==================== design 1
[src/rtl/ifetch_unit.sv]
// Purpose : instruction fetch and next-PC stage; holds PC, reads instruction memory, forms seq/branch/jump/jr next PC.
// Latency : at least 2 cycles per instruction (FETCH with same-cycle ack, then HAVE); each memory wait or stall adds 1.
// Backpr. : im_req/im_addr held until im_ack; stall in HAVE freezes IR/PC and blocks the next fetch.
//
// Ports:
//   clk, rstn              clock, synchronous active-low reset
//   stall, redirect        decode handshake / control-transfer resolved for IR
//   NPCOp, Imm32, JIdx, RD next-PC select and operands (00 seq, 01 branch, 10 jump, 11 jr)
//   im_req, im_addr        instruction-memory read request and address
//   im_ack, im_rdata       memory response
//   IR, ir_valid, PC       fetched instruction, its valid flag and address
//   PCPLUS4, Imm16         PC+4 and IR[15:0] for decode / extender
//   addr_err               sticky misaligned-jr flag
module ifetch_unit #(
  parameter logic [31:0] RESET_PC = 32'h0000_3000
) (
  input  logic        clk,
  input  logic        rstn,
  input  logic        stall,
  input  logic        redirect,
  input  logic [1:0]  NPCOp,
  input  logic [31:0] Imm32,
  input  logic [25:0] JIdx,
  input  logic [31:0] RD,
  output logic        im_req,
  output logic [31:0] im_addr,
  input  logic        im_ack,
  input  logic [31:0] im_rdata,
  output logic [31:0] IR,
  output logic        ir_valid,
  output logic [31:0] PC,
  output logic [31:0] PCPLUS4,
  output logic [15:0] Imm16,
  output logic        addr_err
);

  localparam logic [0:0] FETCH = 1'b0;
  localparam logic [0:0] HAVE  = 1'b1;

  logic [0:0]  state_q;
  logic [31:0] fetch_pc_q;
  logic [31:0] ir_q;
  logic [31:0] pc_q;
  logic        ir_valid_q;
  logic        addr_err_q;

  logic [31:0] pc_plus4;
  logic [31:0] next_pc_d;
  logic        consume;
  logic        jr_misaligned;

  assign pc_plus4 = pc_q + 32'd4;
  assign consume  = (state_q == HAVE) && !stall;

  // Misalignment only matters when the jr is actually taken.
  assign jr_misaligned = redirect && (NPCOp == 2'b11) && (RD[1:0] != 2'b00);

  // Next fetch address for the instruction in IR; no delay slot, so the
  // target is fetched directly.
  always_comb begin
    next_pc_d = pc_plus4;
    if (redirect) begin
      case (NPCOp)
        2'b01:   next_pc_d = pc_plus4 + (Imm32 << 2);
        2'b10:   next_pc_d = {pc_plus4[31:28], JIdx, 2'b00};
        2'b11:   next_pc_d = {RD[31:2], 2'b00};
        default: next_pc_d = pc_plus4;
      endcase
    end
  end

  always_ff @(posedge clk) begin
    if (!rstn) begin
      // Takes priority over a same-cycle im_ack, which is dropped.
      state_q    <= FETCH;
      fetch_pc_q <= RESET_PC;
      ir_q       <= 32'd0;
      pc_q       <= RESET_PC;
      ir_valid_q <= 1'b0;
      addr_err_q <= 1'b0;
    end else if (state_q == FETCH) begin
      if (im_ack) begin
        ir_q       <= im_rdata;
        pc_q       <= fetch_pc_q;
        ir_valid_q <= 1'b1;
        state_q    <= HAVE;
      end
    end else begin
      if (consume) begin
        ir_valid_q <= 1'b0;
        fetch_pc_q <= next_pc_d;
        state_q    <= FETCH;
        if (jr_misaligned) begin
          addr_err_q <= 1'b1;
        end
      end
    end
  end

  assign im_req   = (state_q == FETCH);
  assign im_addr  = fetch_pc_q;
  assign IR       = ir_q;
  assign ir_valid = ir_valid_q;
  assign PC       = pc_q;
  assign PCPLUS4  = pc_plus4;
  assign Imm16    = ir_q[15:0];
  assign addr_err = addr_err_q;

endmodule
[config.mk]
export PLATFORM = sky130hd
export DESIGN_NAME = ifetch_unit
export DESIGN_NICKNAME = d
export VERILOG_FILES = /design/src/rtl/ifetch_unit.sv
export SDC_FILE = /design/constraint.sdc
export NUM_CORES = 1
export LEC_CHECK = 0
export ABC_CLOCK_PERIOD_IN_PS = 3600
export CORE_MARGIN = 5
export CORE_UTILIZATION = 40
export CTS_BUF_LIST = sky130_fd_sc_hd__clkbuf_4
export DETAILED_ROUTE_END_ITERATION = 16
export PLACE_DENSITY = 0.76
export SETUP_SLACK_MARGIN = 0.15
export SKIP_CTS_REPAIR_TIMING = 1
export SLEW_MARGIN = 20
export SYNTH_ARGS = -nofsm -noshare
export SYNTH_HDL_FRONTEND = slang
export SYNTH_SLANG_ARGS = --single-unit
[constraint.sdc]
create_clock -name clk -period 3.6 [get_ports clk]
set_clock_uncertainty 0.15 [all_clocks]
set_input_delay 0.36 -clock clk [delete_from_list [all_inputs] [get_ports clk]]
set_output_delay 0.36 -clock clk [all_outputs]
set_load 0.02 [all_outputs]
==================== design 2
$ cat src/rtl/fredkin_cswap_pipe.sv
// fredkin_cswap_pipe: WIDTH-lane pipelined controlled-swap (Fredkin) array
// with valid/ready flow control and a saturating swap counter.
//
// Ports: clk, rst_n (async, active-low), in_valid/in_ready, c_in, i_1, i_2,
//   out_valid/out_ready, c_out, o_1 (c?i_2:i_1), o_2 (c?i_1:i_2),
//   swap_cnt (delivered words with c!=0, saturating).
// Optional: define FREDKIN_CONSERVE_CHECK_EN to add the sticky cons_err
//   output, which flags a popcount mismatch between input and output words.
module fredkin_cswap_pipe #(
  parameter int WIDTH  = 8,
  parameter int STAGES = 2,
  parameter int CNT_W  = 16
) (
  input  logic             clk,
  input  logic             rst_n,
  input  logic             in_valid,
  output logic             in_ready,
  input  logic [WIDTH-1:0] c_in,
  input  logic [WIDTH-1:0] i_1,
  input  logic [WIDTH-1:0] i_2,
  output logic             out_valid,
  input  logic             out_ready,
  output logic [WIDTH-1:0] c_out,
  output logic [WIDTH-1:0] o_1,
  output logic [WIDTH-1:0] o_2,
  output logic [CNT_W-1:0] swap_cnt
`ifdef FREDKIN_CONSERVE_CHECK_EN
  ,
  output logic             cons_err
`endif
);

  logic [STAGES-1:0] v;
  logic [STAGES-1:0] ld;
  logic [WIDTH-1:0]  c_q  [STAGES];
  logic [WIDTH-1:0]  o1_q [STAGES];
  logic [WIDTH-1:0]  o2_q [STAGES];

  logic deliver;

  // Ready ripples back from the consumer: a stage may load if it is
  // empty or its word leaves at this edge.
  always_comb begin : ready_chain
    logic r;
    r  = out_ready;
    ld = '0;
    for (int k = STAGES-1; k >= 0; k--) begin
      ld[k] = !v[k] || r;
      r     = ld[k];
    end
  end

  assign in_ready  = rst_n && ld[0];
  assign out_valid = v[STAGES-1];
  assign c_out     = c_q[STAGES-1];
  assign o_1       = o1_q[STAGES-1];
  assign o_2       = o2_q[STAGES-1];
  assign deliver   = out_valid && out_ready;

  always_ff @(posedge clk or negedge rst_n) begin
    if (!rst_n) begin
      v <= '0;
      for (int k = 0; k < STAGES; k++) begin
        c_q[k]  <= '0;
        o1_q[k] <= '0;
        o2_q[k] <= '0;
      end
    end else begin
      if (ld[0]) begin
        v[0]    <= in_valid;
        c_q[0]  <= c_in;
        o1_q[0] <= (c_in & i_2) | (~c_in & i_1);
        o2_q[0] <= (c_in & i_1) | (~c_in & i_2);
      end
      for (int k = 1; k < STAGES; k++) begin
        if (ld[k]) begin
          v[k]    <= v[k-1];
          c_q[k]  <= c_q[k-1];
          o1_q[k] <= o1_q[k-1];
          o2_q[k] <= o2_q[k-1];
        end
      end
    end
  end

  always_ff @(posedge clk or negedge rst_n) begin
    if (!rst_n) begin
      swap_cnt <= '0;
    end else if (deliver && (|c_out) && !(&swap_cnt)) begin
      swap_cnt <= swap_cnt + 1'b1;
    end
  end

`ifdef FREDKIN_CONSERVE_CHECK_EN
  localparam int PW = $clog2(2*WIDTH+1);

  function automatic logic [PW-1:0] pop(input logic [WIDTH-1:0] x);
    logic [PW-1:0] s;
    s = '0;
    for (int i = 0; i < WIDTH; i++) s = s + PW'(x[i]);
    return s;
  endfunction

  logic [PW-1:0] pc_q [STAGES];
  logic [PW-1:0] pc_out;

  // Compare against the driven outputs so any corruption on the way
  // out of the last stage is caught.
  assign pc_out = pop(o_1) + pop(o_2);

  always_ff @(posedge clk or negedge rst_n) begin
    if (!rst_n) begin
      for (int k = 0; k < STAGES; k++) pc_q[k] <= '0;
      cons_err <= 1'b0;
    end else begin
      if (ld[0]) pc_q[0] <= pop(i_1) + pop(i_2);
      for (int k = 1; k < STAGES; k++) begin
        if (ld[k]) pc_q[k] <= pc_q[k-1];
      end
      if (deliver && (pc_out != pc_q[STAGES-1])) cons_err <= 1'b1;
    end
  end
`endif

endmodule

$ cat config.mk
export PLATFORM = sky130hd
export DESIGN_NAME = fredkin_cswap_pipe
export DESIGN_NICKNAME = d
export VERILOG_FILES = /design/src/rtl/fredkin_cswap_pipe.sv
export SDC_FILE = /design/constraint.sdc
export NUM_CORES = 1
export LEC_CHECK = 0
export CORE_ASPECT_RATIO = 0.5
export CORE_UTILIZATION = 25
export CTS_BUF_LIST = sky130_fd_sc_hd__clkbuf_16
export DETAILED_ROUTE_END_ITERATION = 16
export GPL_TIMING_DRIVEN = 0
export HOLD_SLACK_MARGIN = 0.03
export RECOVER_POWER = 25
export SLEW_MARGIN = 10
export SYNTH_ARGS = -nofsm -noshare
export SYNTH_HDL_FRONTEND = slang
export SYNTH_SLANG_ARGS = --single-unit
$ cat constraint.sdc
create_clock -name clk -period 2.3 [get_ports clk]
set_input_delay 0.23 -clock clk [delete_from_list [all_inputs] [get_ports clk]]
set_output_delay 0.23 -clock clk [all_outputs]
set_load 0.01 [all_outputs]
==================== design 3
<file path="src/rtl/scoreboard_register_file_if.sv">
// Register-file access bundle: write-back, issue and two read ports.
// Signal names follow the legacy register file so decode/write-back code ports directly.
interface scoreboard_register_file_if #(
    parameter int N     = 32,
    parameter int DEPTH = 32
);
    localparam int AW = $clog2(DEPTH);

    logic              WriteEn;
    logic [AW-1:0]     WriteReg;
    logic [N/8-1:0]    ByteEn;
    logic [N-1:0]      wd3;
    logic              IssueEn;
    logic [AW-1:0]     IssueReg;
    logic [AW-1:0]     ReadReg1;
    logic [AW-1:0]     ReadReg2;
    logic [N-1:0]      ReadData1;
    logic [N-1:0]      ReadData2;
    logic              ReadBusy1;
    logic              ReadBusy2;
    logic [AW:0]       BusyCount;

    modport slave (
        input  WriteEn, WriteReg, ByteEn, wd3, IssueEn, IssueReg, ReadReg1, ReadReg2,
        output ReadData1, ReadData2, ReadBusy1, ReadBusy2, BusyCount
    );

    modport master (
        output WriteEn, WriteReg, ByteEn, wd3, IssueEn, IssueReg, ReadReg1, ReadReg2,
        input  ReadData1, ReadData2, ReadBusy1, ReadBusy2, BusyCount
    );
endinterface

</file>
<file path="src/rtl/scoreboard_register_file.sv">
// Multi-read register file with pending-write scoreboard, byte-lane writes
// and same-cycle write-to-read bypass for the decode stage's hazard checks.
module scoreboard_register_file #(
    parameter int N        = 32,
    parameter int DEPTH    = 32,
    parameter bit ZERO_REG = 1'b1
) (
    input  logic                                 Clock,
    input  logic                                 R,
    scoreboard_register_file_if.slave            bus
);
    localparam int AW = $clog2(DEPTH);
    localparam int NB = N / 8;

    logic [N-1:0]     regs_q [DEPTH];
    logic [DEPTH-1:0] busy_q;
    logic [DEPTH-1:0] busy_d;
    logic [AW:0]      count_q;
    logic [AW:0]      count_d;

    logic             wr_ok;
    logic             iss_ok;
    logic             inc;
    logic             dec;
    logic [N-1:0]     wr_merge;

    assign wr_ok  = bus.WriteEn && !(ZERO_REG && (bus.WriteReg == '0));
    assign iss_ok = bus.IssueEn && !(ZERO_REG && (bus.IssueReg == '0));

    always_comb begin
        wr_merge = regs_q[bus.WriteReg];
        for (int unsigned k = 0; k < NB; k++) begin
            if (bus.ByteEn[k]) wr_merge[8*k +: 8] = bus.wd3[8*k +: 8];
        end
    end

    // Issue is applied after the retire so a same-register issue keeps the flag set.
    always_comb begin
        busy_d = busy_q;
        if (wr_ok)  busy_d[bus.WriteReg] = 1'b0;
        if (iss_ok) busy_d[bus.IssueReg] = 1'b1;
    end

    assign inc     = iss_ok && !busy_q[bus.IssueReg];
    assign dec     = wr_ok && busy_q[bus.WriteReg] &&
                     !(iss_ok && (bus.IssueReg == bus.WriteReg));
    assign count_d = count_q + (AW+1)'(inc) - (AW+1)'(dec);

    always_ff @(posedge Clock or posedge R) begin
        if (R) begin
            for (int unsigned i = 0; i < DEPTH; i++) regs_q[i] <= '0;
            busy_q  <= '0;
            count_q <= '0;
        end else begin
            if (wr_ok) regs_q[bus.WriteReg] <= wr_merge;
            busy_q  <= busy_d;
            count_q <= count_d;
        end
    end

    always_comb begin
        bus.ReadData1 = regs_q[bus.ReadReg1];
        bus.ReadBusy1 = busy_q[bus.ReadReg1];
        if (ZERO_REG && (bus.ReadReg1 == '0)) begin
            bus.ReadData1 = '0;
            bus.ReadBusy1 = 1'b0;
        end else if (wr_ok && (bus.WriteReg == bus.ReadReg1)) begin
            bus.ReadData1 = wr_merge;
            bus.ReadBusy1 = iss_ok && (bus.IssueReg == bus.ReadReg1);
        end
    end

    always_comb begin
        bus.ReadData2 = regs_q[bus.ReadReg2];
        bus.ReadBusy2 = busy_q[bus.ReadReg2];
        if (ZERO_REG && (bus.ReadReg2 == '0)) begin
            bus.ReadData2 = '0;
            bus.ReadBusy2 = 1'b0;
        end else if (wr_ok && (bus.WriteReg == bus.ReadReg2)) begin
            bus.ReadData2 = wr_merge;
            bus.ReadBusy2 = iss_ok && (bus.IssueReg == bus.ReadReg2);
        end
    end

    assign bus.BusyCount = count_q;
endmodule

</file>
<file path="src/flat_wrapper.sv">
// flat-port wrapper written by rule: the top's interface ports become plain ports
module scoreboard_register_file_flat 
#(
    parameter int N        = 32,
    parameter int DEPTH    = 32,
    parameter bit ZERO_REG = 1'b1
)
  (Clock, R, bus_WriteEn, bus_WriteReg, bus_ByteEn, bus_wd3, bus_IssueEn, bus_IssueReg, bus_ReadReg1, bus_ReadReg2, bus_ReadData1, bus_ReadData2, bus_ReadBusy1, bus_ReadBusy2, bus_BusyCount);
  scoreboard_register_file_if #(.N(N), .DEPTH(DEPTH)) bus_i ();
  input  logic Clock;
  input  logic R;
  input wire logic [$bits(bus_i.WriteEn)-1:0] bus_WriteEn;
  input wire logic [$bits(bus_i.WriteReg)-1:0] bus_WriteReg;
  input wire logic [$bits(bus_i.ByteEn)-1:0] bus_ByteEn;
  input wire logic [$bits(bus_i.wd3)-1:0] bus_wd3;
  input wire logic [$bits(bus_i.IssueEn)-1:0] bus_IssueEn;
  input wire logic [$bits(bus_i.IssueReg)-1:0] bus_IssueReg;
  input wire logic [$bits(bus_i.ReadReg1)-1:0] bus_ReadReg1;
  input wire logic [$bits(bus_i.ReadReg2)-1:0] bus_ReadReg2;
  output wire logic [$bits(bus_i.ReadData1)-1:0] bus_ReadData1;
  output wire logic [$bits(bus_i.ReadData2)-1:0] bus_ReadData2;
  output wire logic [$bits(bus_i.ReadBusy1)-1:0] bus_ReadBusy1;
  output wire logic [$bits(bus_i.ReadBusy2)-1:0] bus_ReadBusy2;
  output wire logic [$bits(bus_i.BusyCount)-1:0] bus_BusyCount;
  assign bus_i.WriteEn = bus_WriteEn;
  assign bus_i.WriteReg = bus_WriteReg;
  assign bus_i.ByteEn = bus_ByteEn;
  assign bus_i.wd3 = bus_wd3;
  assign bus_i.IssueEn = bus_IssueEn;
  assign bus_i.IssueReg = bus_IssueReg;
  assign bus_i.ReadReg1 = bus_ReadReg1;
  assign bus_i.ReadReg2 = bus_ReadReg2;
  assign bus_ReadData1 = bus_i.ReadData1;
  assign bus_ReadData2 = bus_i.ReadData2;
  assign bus_ReadBusy1 = bus_i.ReadBusy1;
  assign bus_ReadBusy2 = bus_i.ReadBusy2;
  assign bus_BusyCount = bus_i.BusyCount;
  scoreboard_register_file #(.N(N), .DEPTH(DEPTH), .ZERO_REG(ZERO_REG)) u_core (.Clock(Clock), .R(R), .bus(bus_i));
endmodule
</file>
<file path="config.mk">
export PLATFORM = sky130hd
export DESIGN_NAME = scoreboard_register_file_flat
export DESIGN_NICKNAME = d
export VERILOG_FILES = /design/src/rtl/scoreboard_register_file_if.sv /design/src/rtl/scoreboard_register_file.sv /design/src/flat_wrapper.sv
export SDC_FILE = /design/constraint.sdc
export NUM_CORES = 2
export LEC_CHECK = 0
export ABC_AREA = 1
export CAP_MARGIN = 30
export CORE_UTILIZATION = 40
export DETAILED_ROUTE_END_ITERATION = 6
export PLACE_DENSITY = 0.52
export SLEW_MARGIN = 20
export SYNTH_ARGS = -nofsm -noshare
export SYNTH_HDL_FRONTEND = slang
export SYNTH_SLANG_ARGS = --single-unit
export TNS_END_PERCENT = 30
</file>
<file path="constraint.sdc">
create_clock -name Clock -period 49.1 [get_ports Clock]
set_input_delay 7.365 -clock Clock [delete_from_list [all_inputs] [get_ports Clock]]
set_output_delay 7.365 -clock Clock [all_outputs]
set_load 0.02 [all_outputs]
</file>
==> design_3/detail.png <==
Region (196, 196) to (236, 236) um. Cells in gray, sequential cells in the stronger gray; small squares are vias.
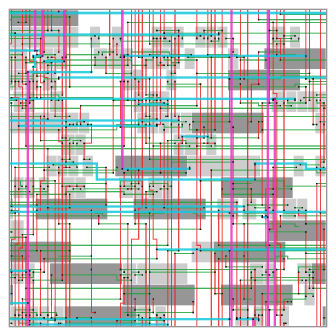
- magenta: metal 4
- red: metal 2
- cyan: metal 3
- green: metal 1
- cells with their middle in the window: 109
- sequential cells in the window: 15
- most frequent: nand2_1 (47), dfrtp_1 (15), o21ai_1 (13)
- netlist names of flops here include: u_core.regs_q (15)

==> flow_metrics.env, design 3 <==
# implementation run metrics
export IMPL_outcome="finished, final reports clean"
export IMPL_viasPerCell=5.86
export IMPL_fin_crit_sh_pct=41.6
export IMPL_taps=2464
export IMPL_insertion_delay_ns=0.83
export IMPL_cp_cell_sequence="buf_8, buf_4, buf_12, buf_4, buf_4, nand2_1, o21ai_0, nand2_1, nand2_1, nand2_1, nand2_1, nor2_1, nand3_2, nand3_1, a21oi_1, clkdlybuf4s50_1"
export IMPL_dr_wl_met2_mm=158
export IMPL_clkTransAtPathRegs_ns=0.05
export IMPL_peakVddDrop_mv=0.0318
export IMPL_cp_required_ns=41.74
export IMPL_syn_to_final_growth_pct=9.41
export IMPL_cts_buffer_depth=3
export IMPL_edf_count=0
export IMPL_first_global_vias=76200
export IMPL_ys_sh_xor_pct=0.214
export IMPL_top_cells_by_count="nand2_1, nand3_1, dfrtp_1"
export IMPL_ys_ff=1062
export IMPL_worst_pin_slew_ns=1.12
export IMPL_top_cells_by_area="dfrtp_1, nand2_1, nand3_1"
export IMPL_max_freq_ghz=0.0489
export IMPL_drt_iter0_drc=11800
export IMPL_finalSetupTns_ns=0
[design 3: power by group through the flow]
| stage | sequential, mW | combinational, mW | clock [mW] |
|---|---|---|---|
| 3_5_place_dp | 1.18 | 0.812 | 0 |
| 6_report | 1.17 | 0.832 | 1.07 |
| 2_1_floorplan | 1.15 | 0.588 | 0 |
| 4_1_cts | 1.17 | 0.816 | 1.08 |
| 5_1_grt | 1.19 | 0.931 | 1.11 |
| 3_3_place_gp | 1.18 | 0.800 | 0 |
[design 3: sequential cells by signal (all words and copies together) (netlist names)]
name                  count
u_core.regs_q          1024
u_core.busy_q            32
u_core.bus.BusyCount      6
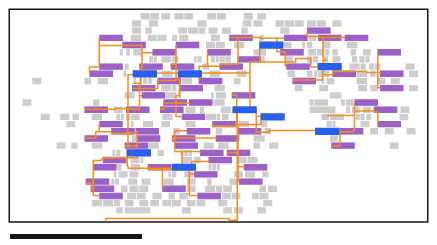
(design_2/clk_routes.png)
The bar under the picture is 50 um long.
- blue: clock drivers (count 9)
- orange: clock wires (length 904 um)
- purple: flip-flops (count 66)
- routed clock nets: 10
Clock Latency Late Sink: 0.33 ns
Clk pwr share: 33.6%

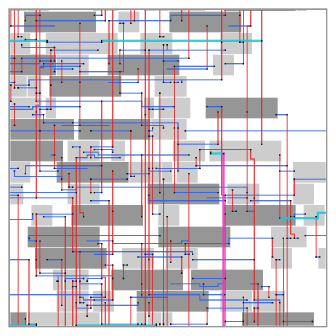
(design_2/detail.png)
Region (59, 20) to (99, 60) um. Cells in gray, sequential cells in the stronger gray; small squares are vias.
- red: metal 2
- blue: metal 1
- cyan: metal 3
- magenta: metal 4
- sequential cells in the window: 20
- most frequent: dfrtp_1 (20), mux2_2 (15), buf_4 (8)
- netlist names of flops here include: c_out (8), c_q (7), o2_q (2)
- cells with their middle in the window: 64

==> flow_metrics.env, design 2 <==
# implementation run metrics
export IMPL_cp_required_ns=2.07
export IMPL_rr_worst_depth=7
export IMPL_flop_count=66
export IMPL_setup_viol=0
export IMPL_outcome="finished, final reports clean"
export IMPL_pin_count=70
export IMPL_yosys_stat_seqShare_pct=54.4
export IMPL_timing_hold_ws_ns=0.436
export IMPL_fin_crit_sh_pct=93.8
export IMPL_syn_area_per_cell_um2=12.6
export IMPL_top_cell_area_share_pct=54.4
export IMPL_endpoint_kind="primary output"
export IMPL_postCtsResizedCells=3
export IMPL_mi_logic_area_um2=1160
export IMPL_top_cells_by_count="dfrtp_1, mux2_2, buf_4"
export IMPL_portBuffers=69
export IMPL_hpwl_mm=4.68
export IMPL_criticalPathCategory="reg2out"
export IMPL_startpoint="v[1]$_DFFE_PN0P_"
==> design 2: report_power, final <==
part           internal (mW)  switching, mW  total, mW
registers               1.34          0.154       1.50
logic                  0.536          0.321      0.858
clock network          0.714          0.479       1.19
total                   2.59          0.955       3.55
==> design 2: layer usage <==
layer	global-route usage (%)	part of all wire, %
met4	5.05	1.1
met2	18.5	50
met3	4.02	4.6
met1	13.5	45
met5	0	0
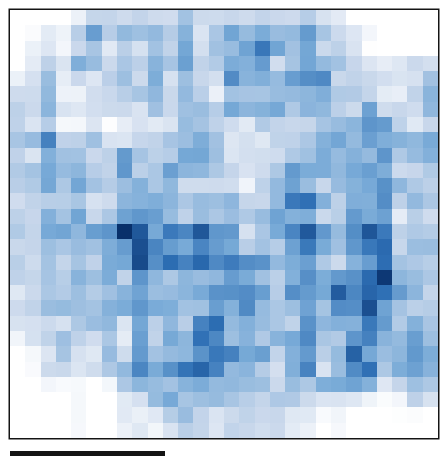
(design_1/metal_density.png)
The bar under the picture is 50 um long. 28 x 28 tiles, from white (low) to dark blue (high), scaled to the fullest tile. Values are wire area over tile area, all layers added.
- nearly empty tiles: 7.4%
- fullest tile: 0.63
- emptiest ninth of the die: south-west
- densest ninth of the die: east
- tiles over half the peak: 20%
routed wire length: 26.0 mm
Avg WL per Cell: 18.6 um
total track usage: 25.7%
via count: 7431

==> flow_metrics.env, design 1 <==
# implementation run metrics
export IMPL_dr_wl_met2_mm=12.4
export IMPL_wl_met3_mm=1.55
export IMPL_holdCritStartpoint="rstn"
export IMPL_setup_viol=1
export IMPL_outcome="finished, violations left"
export IMPL_warning_count=34
export IMPL_p_switching_mw=0.817
export IMPL_regArea_um2=2030
export IMPL_top_cells_by_count="nand2_1, dfxtp_1, a21boi_0"
export IMPL_post_dp_cell_area_um2=10400
export IMPL_yosys_warnings=0
export IMPL_setup_slack_ns=-0.0308
export IMPL_netlist_area_um2=6590
export IMPL_violations="negative setup slack"
export IMPL_start_kind="register"
-- design 1: cell families (layout without fill, tap and decap cells) --
kind of cell / Yosys count / after routing / share of synthesized area, %
buf+inv: 72 / 405 / 5.60
flops: 99 / 99 / 30.1
mux: 22 / 22 / 3.36
compound gates: 252 / 252 / 25.9
xor+xnor: 51 / 51 / 6.89
fa+ha+maj: 35 / 35 / 6.76
simple gates: 312 / 312 / 21.4
-- design 1: flip-flops by register name, indices dropped and copies added, names as in the netlist --
name,cells
PC,32
im_addr,32
state_q,1
IR,32
ir_valid,1
addr_err,1

## Gallery

The metal 3 layer.
Cells faint in the background.
panel A
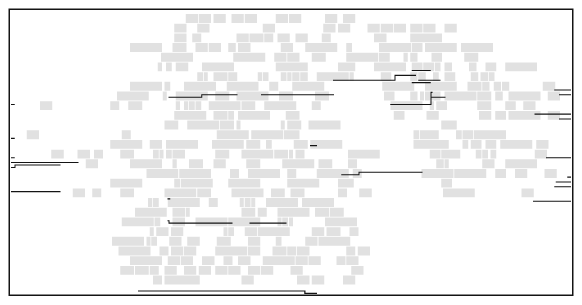
panel B
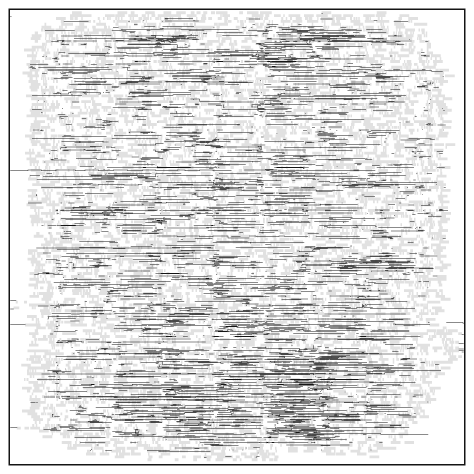
panel C
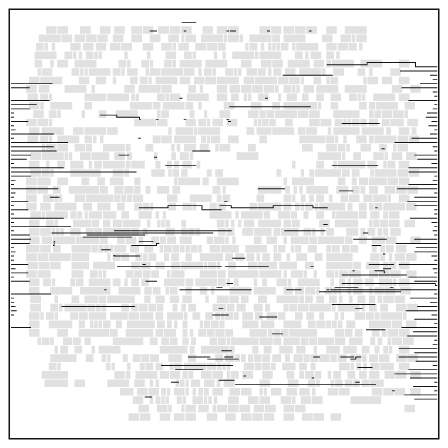
- panel A = design 2
- panel B = design 3
- panel C = design 1


==================== design 4
[src/rtl/uart_bytes_tx.sv]
// ---------------------------------------------------------------------------
// uart_bytes_tx
//
// Multi-byte UART transmitter. On an accepted start request the whole
// BYTES*8-bit word is captured and sent as BYTES back-to-back 8N1 frames.
// The low byte goes first and each byte is sent LSB first.
//
// Ports
//   sys_clk          system clock
//   sys_rst_n        asynchronous active-low reset
//   uart_bytes_en    start request; accepted only while not busy
//   uart_bytes_data  word to send; captured when the start is accepted
//   uart_bytes_busy  high while a transfer is in progress (registered)
//   uart_bytes_done  one-cycle pulse when the last stop bit has completed
//   uart_txd         serial line, registered, idle high
//
// States
//   state   | meaning
//   --------+-------------------------------------------------------------
//   S_IDLE  | line idle high, waiting for a start request
//   S_START | driving the start bit (low) for one bit period
//   S_DATA  | driving d0..d7 of the current low byte, one bit period each
//   S_STOP  | driving the stop bit (high); then next byte or back to idle
// ---------------------------------------------------------------------------
module uart_bytes_tx #(
    parameter int BYTES   = 5,
    parameter int BPS     = 9600,
    parameter int CLK_FRE = 50_000_000
) (
    input  logic                 sys_clk,
    input  logic                 sys_rst_n,
    input  logic                 uart_bytes_en,
    input  logic [BYTES*8-1:0]   uart_bytes_data,
    output logic                 uart_bytes_busy,
    output logic                 uart_bytes_done,
    output logic                 uart_txd
);

    localparam int BAUD_CNT = CLK_FRE / BPS;
    localparam int CW       = $clog2(BAUD_CNT);
    localparam int W        = BYTES * 8;

    localparam logic [CW-1:0] BAUD_LAST = CW'(BAUD_CNT - 1);
    localparam logic [9:0]    LAST_BYTE = 10'(BYTES - 1);

    typedef enum logic [1:0] {
        S_IDLE,
        S_START,
        S_DATA,
        S_STOP
    } state_t;

    state_t          state;
    logic [CW-1:0]   baud_cnt;
    logic [2:0]      bit_cnt;
    logic [9:0]      byte_cnt;
    logic [W-1:0]    shift_reg;

    logic            baud_tick;
    logic [2:0]      next_bit;
    logic [7:0]      cur_byte;

    // The byte being sent always sits in the low 8 bits of the shift
    // register; bits are picked by index rather than shifting per bit.
    assign baud_tick = (baud_cnt == BAUD_LAST);
    assign next_bit  = bit_cnt + 3'd1;
    assign cur_byte  = shift_reg[7:0];

    always_ff @(posedge sys_clk or negedge sys_rst_n) begin
        if (!sys_rst_n) begin
            state           <= S_IDLE;
            baud_cnt        <= '0;
            bit_cnt         <= '0;
            byte_cnt        <= '0;
            shift_reg       <= '0;
            uart_txd        <= 1'b1;
            uart_bytes_busy <= 1'b0;
            uart_bytes_done <= 1'b0;
        end else begin
            uart_bytes_done <= 1'b0;

            case (state)
                S_IDLE: begin
                    baud_cnt <= '0;
                    if (uart_bytes_en) begin
                        shift_reg       <= uart_bytes_data;
                        byte_cnt        <= '0;
                        bit_cnt         <= '0;
                        uart_txd        <= 1'b0;
                        uart_bytes_busy <= 1'b1;
                        state           <= S_START;
                    end
                end

                S_START: begin
                    if (baud_tick) begin
                        baud_cnt <= '0;
                        bit_cnt  <= '0;
                        uart_txd <= cur_byte[0];
                        state    <= S_DATA;
                    end else begin
                        baud_cnt <= baud_cnt + CW'(1);
                    end
                end

                S_DATA: begin
                    if (baud_tick) begin
                        baud_cnt <= '0;
                        if (bit_cnt == 3'd7) begin
                            uart_txd <= 1'b1;
                            state    <= S_STOP;
                        end else begin
                            bit_cnt  <= next_bit;
                            uart_txd <= cur_byte[next_bit];
                        end
                    end else begin
                        baud_cnt <= baud_cnt + CW'(1);
                    end
                end

                S_STOP: begin
                    if (baud_tick) begin
                        baud_cnt <= '0;
                        if (byte_cnt < LAST_BYTE) begin
                            // Next byte follows with no idle gap. A logical
                            // shift keeps this legal even when BYTES is 1.
                            shift_reg <= shift_reg >> 8;
                            byte_cnt  <= byte_cnt + 10'd1;
                            uart_txd  <= 1'b0;
                            state     <= S_START;
                        end else begin
                            uart_bytes_busy <= 1'b0;
                            uart_bytes_done <= 1'b1;
                            state           <= S_IDLE;
                        end
                    end else begin
                        baud_cnt <= baud_cnt + CW'(1);
                    end
                end

                default: begin
                    state           <= S_IDLE;
                    baud_cnt        <= '0;
                    uart_txd        <= 1'b1;
                    uart_bytes_busy <= 1'b0;
                end
            endcase
        end
    end

endmodule

[config.mk]
export PLATFORM = sky130hd
export DESIGN_NAME = uart_bytes_tx
export DESIGN_NICKNAME = d
export VERILOG_FILES = /design/src/rtl/uart_bytes_tx.sv
export SDC_FILE = /design/constraint.sdc
export NUM_CORES = 1
export LEC_CHECK = 0
export CAP_MARGIN = 20
export CELL_PAD_IN_SITES_DETAIL_PLACEMENT = 1
export CELL_PAD_IN_SITES_GLOBAL_PLACEMENT = 2
export CORE_MARGIN = 2
export CORE_UTILIZATION = 31
export DETAILED_ROUTE_END_ITERATION = 16
export GPL_ROUTABILITY_DRIVEN = 0
export PLACE_DENSITY_LB_ADDON = 0.1
export SYNTH_ARGS = -nofsm -noshare
export SYNTH_HDL_FRONTEND = slang
export SYNTH_SLANG_ARGS = --single-unit
[constraint.sdc]
create_clock -name sys_clk -period 2 [get_ports sys_clk]
set_input_delay 0.2 -clock sys_clk [delete_from_list [all_inputs] [get_ports sys_clk]]
set_output_delay 0.2 -clock sys_clk [all_outputs]
set_load 0.005 [all_outputs]
==================== design 5
File: src/rtl/pipe_pkg.sv
// Shared types and field-width constants for the pipeline stage registers.
// Optional perf counters in pipe_stage_buf are enabled by the PIPE_STAGE_PERF_EN macro.
package pipe_pkg;

   typedef enum logic [1:0] {
      EMPTY = 2'd0,
      HALF  = 2'd1,
      FULL  = 2'd2
   } pipe_state_t;

   localparam int unsigned REG_IDX_W = 5;
   localparam int unsigned WB_W      = 2;
   localparam int unsigned CTRL_DEF_W = REG_IDX_W + WB_W;

   // All-zero control is an architectural no-op.
   localparam logic [CTRL_DEF_W-1:0] CTRL_NOP = '0;

   typedef struct packed {
      logic [REG_IDX_W-1:0] write_reg;
      logic [WB_W-1:0]      wb;
   } pipe_ctrl_t;

endpackage

File: src/rtl/pipe_sat_counter.sv
// Saturating up-counter used for stage stall/bubble statistics.
module pipe_sat_counter
   import pipe_pkg::*;
#(
   parameter int unsigned CNT_W = 16
) (
   input  logic             clk,
   input  logic             pc_rst,
   input  logic             inc,
   output logic [CNT_W-1:0] cnt
);

   // Hold at all-ones rather than wrapping.
   always_ff @(posedge clk or negedge pc_rst) begin
      if (!pc_rst) begin
         cnt <= '0;
      end else if (inc && (cnt != {CNT_W{1'b1}})) begin
         cnt <= cnt + CNT_W'(1);
      end
   end

endmodule

File: src/rtl/pipe_stage_buf.sv
// Pipeline stage register with 2-entry skid buffer, valid/ready handshake and flush.
// Define PIPE_STAGE_PERF_EN to add the stall_cnt/bubble_cnt counters.
module pipe_stage_buf
   import pipe_pkg::*;
#(
   parameter int unsigned DATA_W   = 64,
   parameter int unsigned CTRL_W   = 7,
   parameter int unsigned CLR_DATA = 0,
   parameter int unsigned CNT_W    = 16
) (
   input  logic              clk,
   input  logic              pc_rst,
   input  logic              flush,
   input  logic              in_valid,
   output logic              in_ready,
   input  logic [DATA_W-1:0] in_data,
   input  logic [CTRL_W-1:0] in_ctrl,
   output logic              out_valid,
   input  logic              out_ready,
   output logic [DATA_W-1:0] out_data,
   output logic [CTRL_W-1:0] out_ctrl
`ifdef PIPE_STAGE_PERF_EN
   ,
   output logic [CNT_W-1:0]  stall_cnt,
   output logic [CNT_W-1:0]  bubble_cnt
`endif
);

   pipe_state_t       state;
   pipe_state_t       state_nxt;
   logic [DATA_W-1:0] head_data;
   logic [DATA_W-1:0] head_data_nxt;
   logic [CTRL_W-1:0] head_ctrl;
   logic [CTRL_W-1:0] head_ctrl_nxt;
   logic [DATA_W-1:0] skid_data;
   logic [DATA_W-1:0] skid_data_nxt;
   logic [CTRL_W-1:0] skid_ctrl;
   logic [CTRL_W-1:0] skid_ctrl_nxt;
   logic              accept;
   logic              drain;

   // Handshake flags depend only on registered state, so no in_* -> out_* path exists.
   assign in_ready  = (state != FULL);
   assign out_valid = (state != EMPTY);
   assign out_data  = head_data;
   assign out_ctrl  = head_ctrl;

   assign accept = in_valid & in_ready;
   assign drain  = out_valid & out_ready;

   always_ff @(posedge clk or negedge pc_rst) begin
      if (!pc_rst) begin
         state <= EMPTY;
      end else begin
         state <= state_nxt;
      end
   end

   always_comb begin
      state_nxt = state;
      if (flush) begin
         state_nxt = EMPTY;
      end else begin
         case (state)
            EMPTY: if (accept) state_nxt = HALF;
            HALF: begin
               if (accept && !drain)      state_nxt = FULL;
               else if (!accept && drain) state_nxt = EMPTY;
            end
            FULL:    if (drain) state_nxt = HALF;
            default: state_nxt = EMPTY;
         endcase
      end
   end

   // Entry movement; head ctrl is cleared whenever the stage goes empty so a bubble is a no-op.
   always_comb begin
      head_data_nxt = head_data;
      head_ctrl_nxt = head_ctrl;
      skid_data_nxt = skid_data;
      skid_ctrl_nxt = skid_ctrl;
      if (flush) begin
         head_ctrl_nxt = CTRL_W'(CTRL_NOP);
         skid_ctrl_nxt = CTRL_W'(CTRL_NOP);
         if (CLR_DATA != 0) begin
            head_data_nxt = '0;
            skid_data_nxt = '0;
         end
      end else begin
         case (state)
            EMPTY: begin
               if (accept) begin
                  head_data_nxt = in_data;
                  head_ctrl_nxt = in_ctrl;
               end
            end
            HALF: begin
               if (accept && drain) begin
                  head_data_nxt = in_data;
                  head_ctrl_nxt = in_ctrl;
               end else if (accept) begin
                  skid_data_nxt = in_data;
                  skid_ctrl_nxt = in_ctrl;
               end else if (drain) begin
                  head_ctrl_nxt = CTRL_W'(CTRL_NOP);
               end
            end
            FULL: begin
               if (drain) begin
                  head_data_nxt = skid_data;
                  head_ctrl_nxt = skid_ctrl;
               end
            end
            default: begin
               head_ctrl_nxt = CTRL_W'(CTRL_NOP);
               skid_ctrl_nxt = CTRL_W'(CTRL_NOP);
            end
         endcase
      end
   end

   always_ff @(posedge clk or negedge pc_rst) begin
      if (!pc_rst) begin
         head_data <= '0;
         head_ctrl <= '0;
         skid_data <= '0;
         skid_ctrl <= '0;
      end else begin
         head_data <= head_data_nxt;
         head_ctrl <= head_ctrl_nxt;
         skid_data <= skid_data_nxt;
         skid_ctrl <= skid_ctrl_nxt;
      end
   end

`ifdef PIPE_STAGE_PERF_EN
   pipe_sat_counter #(.CNT_W(CNT_W)) u_stall_cnt (
      .clk    (clk),
      .pc_rst (pc_rst),
      .inc    (out_valid & ~out_ready),
      .cnt    (stall_cnt)
   );

   pipe_sat_counter #(.CNT_W(CNT_W)) u_bubble_cnt (
      .clk    (clk),
      .pc_rst (pc_rst),
      .inc    (~out_valid),
      .cnt    (bubble_cnt)
   );
`endif

endmodule

File: config.mk
export PLATFORM = sky130hd
export DESIGN_NAME = pipe_stage_buf
export DESIGN_NICKNAME = d
export VERILOG_FILES = /design/src/rtl/pipe_pkg.sv /design/src/rtl/pipe_sat_counter.sv /design/src/rtl/pipe_stage_buf.sv
export SDC_FILE = /design/constraint.sdc
export NUM_CORES = 1
export LEC_CHECK = 0
export ABC_AREA = 1
export CORE_MARGIN = 3
export CORE_UTILIZATION = 34
export DETAILED_ROUTE_END_ITERATION = 10
export PLACE_DENSITY = 0.59
export SYNTH_ARGS = -nofsm -noshare
export SYNTH_HDL_FRONTEND = slang
export SYNTH_SLANG_ARGS = --single-unit
export TNS_END_PERCENT = 5
File: constraint.sdc
create_clock -name clk -period 3.15 [get_ports clk]
set_input_delay 0.7875 -clock clk [delete_from_list [all_inputs] [get_ports clk]]
set_output_delay 0.7875 -clock clk [all_outputs]
set_load 0.02 [all_outputs]

==> screenshots <==
Close-up of the layout.
(a)
Region (52, 52) to (92, 92) um. Cells in gray, sequential cells in the stronger gray; small squares are vias.
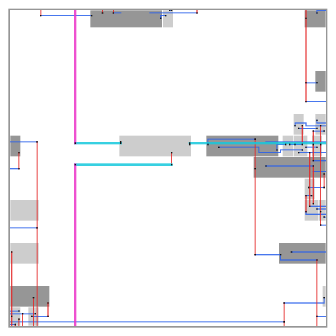
(b)
Region (33, 33) to (73, 73) um. Cells in gray, sequential cells in the stronger gray; small squares are vias.
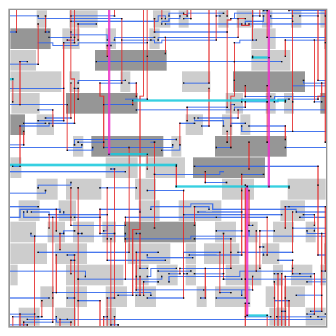
Design 4 is (b).
Design 5 is (a).

Key to (a):
- red: metal 2
- magenta: metal 4
- blue: metal 1
- cyan: metal 3
- most frequent: dfrtp_1 (5), inv_1 (4)
- sequential cells in the window: 5
- netlist names of flops here include: skid_data (5)
- cells with their middle in the window: 17

==> design_5/layer_met3.png <==
Cells faint in the background.
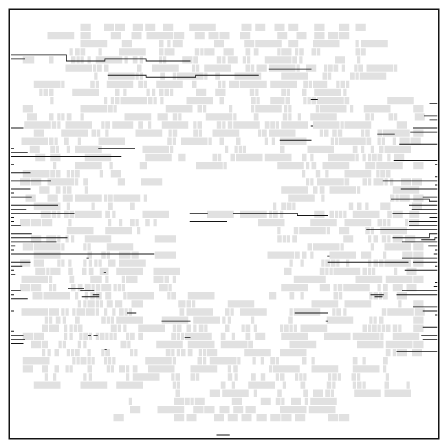
- nets with wire on the layer: 90
- main direction: horizontal
- longest straight run: 47.6 um
- share of all routed wire: 5.6%
routed wire length: 15.4 mm
M3 GR Usage: 4.52%
via count: 5317

==> flow_metrics.env, design 5 <==
# implementation run metrics
export IMPL_outcome="finished, final reports clean"
export IMPL_maxSlewHeadroom_pct=52.7
export IMPL_cp_required_ns=2.36
export IMPL_n_all_buffers=159
export IMPL_rsz0062_at_grt="false"
export IMPL_nFillCells=1782
export IMPL_powerDensity_nw_per_um2=811
export IMPL_grt_first_pass_wirelength_mm=25.2
export IMPL_yosysTopAreaCell="dfrtp_1"
export IMPL_die_x_um=143
export IMPL_layout_nets=979
export IMPL_hold_viol=0
export IMPL_rows=49
export IMPL_gr_total_overflow=0
export IMPL_cts_buffer_depth=2
export IMPL_yosys_warnings=0
[design 5: report_power, final]
part | total [mW] | switching (mW) | internal [mW] | leakage [nW]
clock network | 1.85 | 0.734 | 1.11 | 0.259
registers | 2.85 | 0.284 | 2.57 | 1.77
logic | 2.25 | 1.26 | 0.994 | 1.94
[design 5: critical path, delay by kind of cell, from the launching register on]
family / cells / cell delay [ns]
flops: 1 / 0.58
simple gates: 1 / 0.35
buf+inv: 2 / 0.61
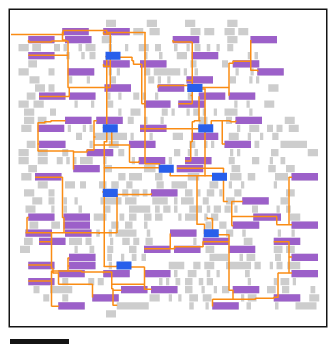
(design_4/clk_routes.png)
The bar under the picture is 20 um long.
- blue: clock drivers (count 9)
- orange: clock wires (length 1080 um)
- purple: flip-flops (count 71)
- flops lie: spread over the die
- routed clock nets: 10
skew final: 0.0137 ns
Clock Latency Late Sink: 0.35 ns
Clk pwr share: 44.9%

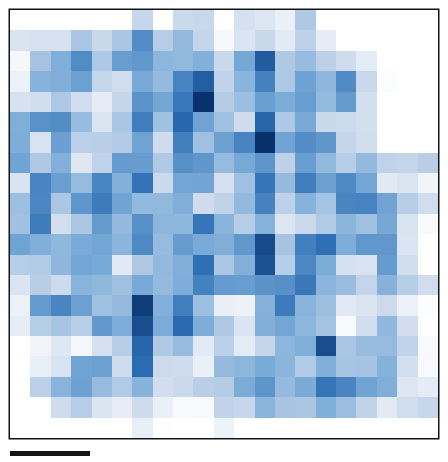
(design_4/metal_density.png)
The bar under the picture is 20 um long. 21 x 21 tiles, from white (low) to dark blue (high), scaled to the fullest tile. Values are wire area over tile area, all layers added.
- emptiest ninth of the die: north-east
- tiles over half the peak: 25%
- nearly empty tiles: 14%
- fullest tile: 0.33
Avg WL per Cell: 15.5 um
total track usage: 15.5%
via count: 2566

==> flow_metrics.env, design 4 <==
# implementation run metrics
export IMPL_outcome="finished, final reports clean"
export IMPL_grt_util_met2_pct=23.9
export IMPL_ys_sh_xor_pct=2.96
export IMPL_async_flop_share_pct=100
export IMPL_numCtsBuffers=9
export IMPL_yosys_stat_seqShare_pct=54.5
export IMPL_clock_root_buffer="clkbuf_8"
export IMPL_mi_logic_area_um2=1430
export IMPL_ys_sh_adder_pct=3.45
export IMPL_final_core_util_pct=42.3
export IMPL_clock_cell_area_share_pct=4.93
export IMPL_portBuffers=45
export IMPL_dominant_cells="sequential cells"
export IMPL_post_cts_buffers=0
export IMPL_cp_required_ns=2.28
export IMPL_final_area_um2=4340
export IMPL_flop_count=71
export IMPL_criticalPathCategory="reg2reg"
export IMPL_rsz0062_at_grt="true"
export IMPL_netlist_area_um2=3260
export IMPL_comb_cells=229
export IMPL_pin_count=46
export IMPL_fin_crit_sh_pct=96.0
export IMPL_lay_top_count="nor2_1"
export IMPL_regToRegEndpoint="state[0]$_DFFE_PN0P_"
export IMPL_hp_class="in2async"
export IMPL_grt_max_degree=72
export IMPL_logic_family="simple AND/OR/NAND/NOR gates"
export IMPL_regArea_um2=1780
-- design 4: where the power goes --
part	switching [mW]	internal, mW
Combinational	0.0436	0.0761
Clock	0.560	0.706
Sequential	0	1.43
-- design 4: cells in the mapped netlist, types with 4 or more instances --
cell type	count	area share [%]
nor2_1	88	10
nand3_1	6	0.92
dfrtp_1	70	54
xor2_1	7	1.9
mux2i_1	4	1.2
nand2b_1	4	0.77
clkbuf_1	6	0.69
xnor2_1	4	1.1
ha_1	9	3.5
o21ai_0	5	0.77
and2_1	7	1.3
a22o_1	12	3.2
o22ai_1	34	6.5
nand2_1	14	1.6
inv_1	6	0.69

==================== design 6
==> design_6/clocks.png <==
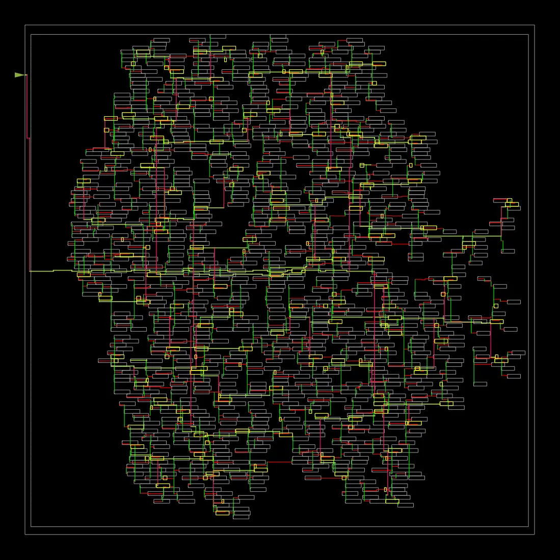
==> design_6/metal_density.png <==
The bar under the picture is 100 um long. 35 x 35 tiles, from white (low) to dark blue (high), scaled to the fullest tile. Values are wire area over tile area, all layers added.
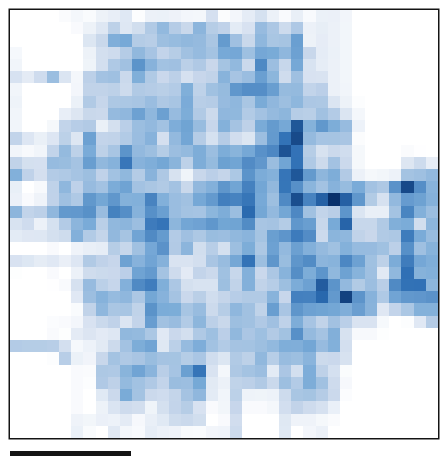
[config.mk]
export PLATFORM = sky130hd
export DESIGN_NAME = rf_drain
export DESIGN_NICKNAME = d
export VERILOG_FILES = /design/src/rtl/systolic_pkg.sv /design/src/rtl/drain_buf.sv /design/src/rtl/rf_drain.sv
export SDC_FILE = /design/constraint.sdc
export NUM_CORES = 1
export LEC_CHECK = 0
export CORE_MARGIN = 4
export CORE_UTILIZATION = 35
export CTS_BUF_LIST = sky130_fd_sc_hd__clkbuf_4 sky130_fd_sc_hd__clkbuf_8 sky130_fd_sc_hd__clkbuf_16
export CTS_CLUSTER_DIAMETER = 150
export DETAILED_ROUTE_END_ITERATION = 7
export HOLD_SLACK_MARGIN = 0.06
export PLACE_DENSITY = 0.58
export SYNTH_ARGS = -nofsm -noshare
export SYNTH_HDL_FRONTEND = slang
export SYNTH_SLANG_ARGS = --single-unit
[constraint.sdc]
create_clock -name clk -period 17.8 [get_ports clk]
set_clock_uncertainty 0.15 [all_clocks]
set_input_delay 5.34 -clock clk [delete_from_list [all_inputs] [get_ports clk]]
set_output_delay 5.34 -clock clk [all_outputs]
set_load 0.05 [all_outputs]
[src/rtl/systolic_pkg.sv]
// rtl/systolic_pkg.sv - shared constants, state encoding and row-vector type for the systolic result path
package systolic_pkg;

  localparam int N      = 8;
  localparam int DATA_W = 16;
  localparam int ADDR_W = 32;

  localparam int ROW_W  = (N > 1) ? $clog2(N) : 1;
  localparam int IDX_W  = (N * N > 1) ? $clog2(N * N) : 1;

  typedef enum logic [1:0] {
    ST_IDLE    = 2'd0,
    ST_CAPTURE = 2'd1,
    ST_DRAIN   = 2'd2
  } state_t;

  // Element c of a row vector is column c of the matrix.
  typedef logic [0:N-1][DATA_W-1:0] row_t;

endpackage

[src/rtl/drain_buf.sv]
// rtl/drain_buf.sv - N x N result storage, one row written per beat, one word read by linear index
module drain_buf
  import systolic_pkg::*;
(
  input  logic              clk,
  input  logic              wr_en,
  input  logic [ROW_W-1:0]  wr_row,
  input  row_t              wr_data,
  input  logic [IDX_W-1:0]  rd_idx,
  output logic [DATA_W-1:0] rd_data
);

  // Stored in load order: linear index = row * N + col.
  logic [DATA_W-1:0] mem [0:N*N-1];

  // Row write: all N columns of one row land in a single cycle; contents are not reset.
  always_ff @(posedge clk) begin
    if (wr_en) begin
      for (int c = 0; c < N; c++) begin
        mem[IDX_W'(int'(wr_row) * N + c)] <= wr_data[c];
      end
    end
  end

  assign rd_data = mem[rd_idx];

endmodule

[src/rtl/rf_drain.sv]
// rtl/rf_drain.sv - capture an N x N result matrix row by row and drain it as an addressed word stream
module rf_drain
  import systolic_pkg::*;
(
  input  logic              clk,
  input  logic              rst_n,
  input  logic [ADDR_W-1:0] base_addr,
  input  logic              res_valid,
  input  row_t              res_in,
  output logic              res_ready,
  output logic              out_valid,
  input  logic              out_ready,
  output logic [ADDR_W-1:0] out_addr,
  output logic [DATA_W-1:0] out_data,
  output logic              out_last,
  output logic              busy,
  output logic              done,
  output logic              ovf
);

  localparam logic [ROW_W-1:0] LAST_ROW = ROW_W'(N - 1);
  localparam logic [IDX_W-1:0] LAST_IDX = IDX_W'(N * N - 1);

  state_t              state, state_n;
  logic [ROW_W-1:0]    row_cnt;
  logic [IDX_W-1:0]    idx;
  logic [ADDR_W-1:0]   base;
  logic                done_q;
  logic                ovf_q;
  logic                buf_we;
  logic [ROW_W-1:0]    buf_row;
  logic [DATA_W-1:0]   buf_word;
  logic                final_hs;

  drain_buf u_buf (
    .clk     (clk),
    .wr_en   (buf_we),
    .wr_row  (buf_row),
    .wr_data (res_in),
    .rd_idx  (idx),
    .rd_data (buf_word)
  );

  // The final word handshake ends the drain; DONE follows it by one cycle.
  assign final_hs = (state == ST_DRAIN) && out_ready && (idx == LAST_IDX);

  // Next-state and buffer write decode; the first beat always lands in row 0.
  always_comb begin
    state_n = state;
    buf_we  = 1'b0;
    buf_row = row_cnt;
    case (state)
      ST_IDLE: begin
        buf_row = '0;
        if (res_valid) begin
          buf_we  = 1'b1;
          state_n = (N == 1) ? ST_DRAIN : ST_CAPTURE;
        end
      end
      ST_CAPTURE: begin
        if (res_valid) begin
          buf_we = 1'b1;
          if (row_cnt == LAST_ROW) begin
            state_n = ST_DRAIN;
          end
        end
      end
      ST_DRAIN: begin
        if (final_hs) begin
          state_n = ST_IDLE;
        end
      end
      default: state_n = ST_IDLE;
    endcase
  end

  // State, row/word counters, latched base address and the DONE/OVF flags.
  always_ff @(posedge clk or negedge rst_n) begin
    if (!rst_n) begin
      state   <= ST_IDLE;
      row_cnt <= '0;
      idx     <= '0;
      base    <= '0;
      done_q  <= 1'b0;
      ovf_q   <= 1'b0;
    end else begin
      state  <= state_n;
      done_q <= final_hs;
      case (state)
        ST_IDLE: begin
          if (res_valid) begin
            base    <= base_addr;
            row_cnt <= (N == 1) ? '0 : ROW_W'(1);
            idx     <= '0;
            ovf_q   <= 1'b0;
          end
        end
        ST_CAPTURE: begin
          if (res_valid) begin
            if (row_cnt == LAST_ROW) begin
              row_cnt <= '0;
              idx     <= '0;
            end else begin
              row_cnt <= row_cnt + 1'b1;
            end
          end
        end
        ST_DRAIN: begin
          if (res_valid) begin
            ovf_q <= 1'b1;
          end
          if (out_ready) begin
            idx <= (idx == LAST_IDX) ? '0 : idx + 1'b1;
          end
        end
        default: ;
      endcase
    end
  end

  assign res_ready = (state != ST_DRAIN);
  assign out_valid = (state == ST_DRAIN);
  assign busy      = (state != ST_IDLE);
  assign done      = done_q;
  assign ovf       = ovf_q;
  // Outputs are forced to zero outside DRAIN so the unreset buffer never shows through.
  assign out_addr  = out_valid ? base + ADDR_W'(idx) : '0;
  assign out_data  = out_valid ? buf_word : '0;
  assign out_last  = out_valid && (idx == LAST_IDX);

endmodule

==> flow_metrics.env <==
# implementation run metrics
export IMPL_async_flop_share_pct=4.21
export IMPL_drc=0
export IMPL_use_met1_pct=21.2
export IMPL_ys_ff=1069
export IMPL_hp_class="reg2reg"
export IMPL_maxPowerGroup="sequential cells"
export IMPL_post_dp_cell_area_um2=46100
export IMPL_firstDrtPassIters=5
export IMPL_grt_max_degree=129
export IMPL_finalSetupTns_ns=0
export IMPL_top_cells_by_count="edfxtp_1, mux4_2, mux2i_1"
export IMPL_p_switching_mw=1.41
export IMPL_finalPower_mw=6.00
export IMPL_power_frac_seq_pct=53.8
export IMPL_core_um2=119000
export IMPL_lay_top_count="edfxtp_1"
export IMPL_yosys_stat_seqShare_pct=75.7
export IMPL_final_area_um2=49500
export IMPL_hold_viol=0
export IMPL_crit_family="buffers and inverters"
export IMPL_initCoreUtil_pct=35.4
export IMPL_outcome="finished, final reports clean"
export IMPL_viasPerCell=5.26
export IMPL_ys_cells=2002
export IMPL_setup_slack_ns=6.48
export IMPL_ff_type="edfxtp_1"
export IMPL_yosys_warnings=0
export IMPL_nFillCells=10200
export IMPL_yosysTopAreaCell="edfxtp_1"
Notes on design_6/clocks.png above:
Flops: 1069
Power Clock: 2.18 mW
CTS buffer count: 109
clock tree sinks: 1069
Clock Latency Late Sink: 0.69 ns

Notes on design_6/metal_density.png above:
- emptiest ninth of the die: north-east
- mean over tiles: 0.13
- fullest tile: 0.48
- tiles over half the peak: 13%
Avg WL per Cell: 25.2 um
routed wire length: 99.7 mm
via count: 20800

## flip-flops by register name (all words and copies together) (netlist names)
name,cells
u_buf.mem,1024
base,32
idx,6
row_cnt,3
state,2
done,1
ovf,1
## area by class of cell
class	count	area (um^2)	share of cell area (%)
Sequential cell	1069	31900	64.4
Multi-Input combinational cell	810	9620	19.4
Clock buffer	135	2940	5.94
Timing Repair Buffer	259	2520	5.09
Tap cell	1600	2000	4.04
Clock inverter	62	492	0.993
Inverter	10	37.5	0.0758
Antenna cell	10	25.0	0.0505


==> screenshots <==
Clock wires, drivers and flops.
picture 1
The bar under the picture is 50 um long.
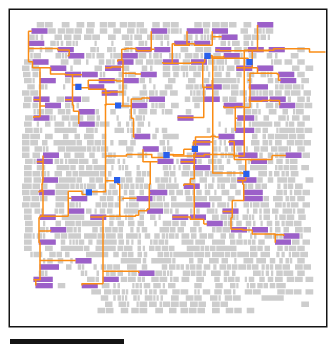
picture 2
The bar under the picture is 100 um long.
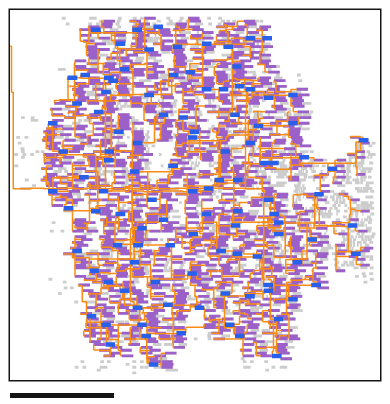
picture 3
The bar under the picture is 50 um long.
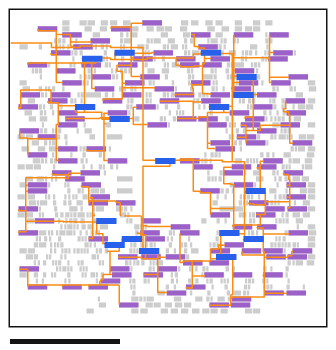
picture 4
The bar under the picture is 100 um long.
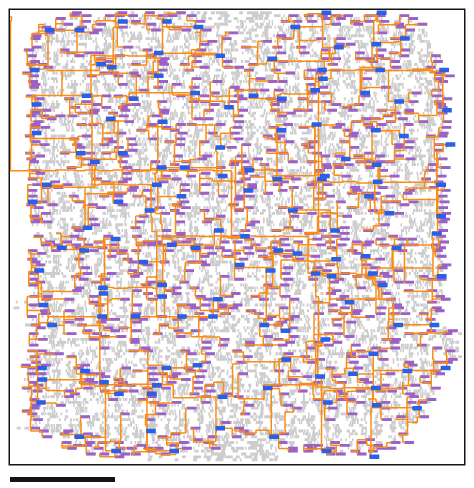
| picture | from |
|---|---|
| picture 1 | design 1 |
| picture 3 | design 5 |
| picture 4 | design 3 |
| picture 2 | design 6 |

Power is estimated from default activity; no workload was simulated.
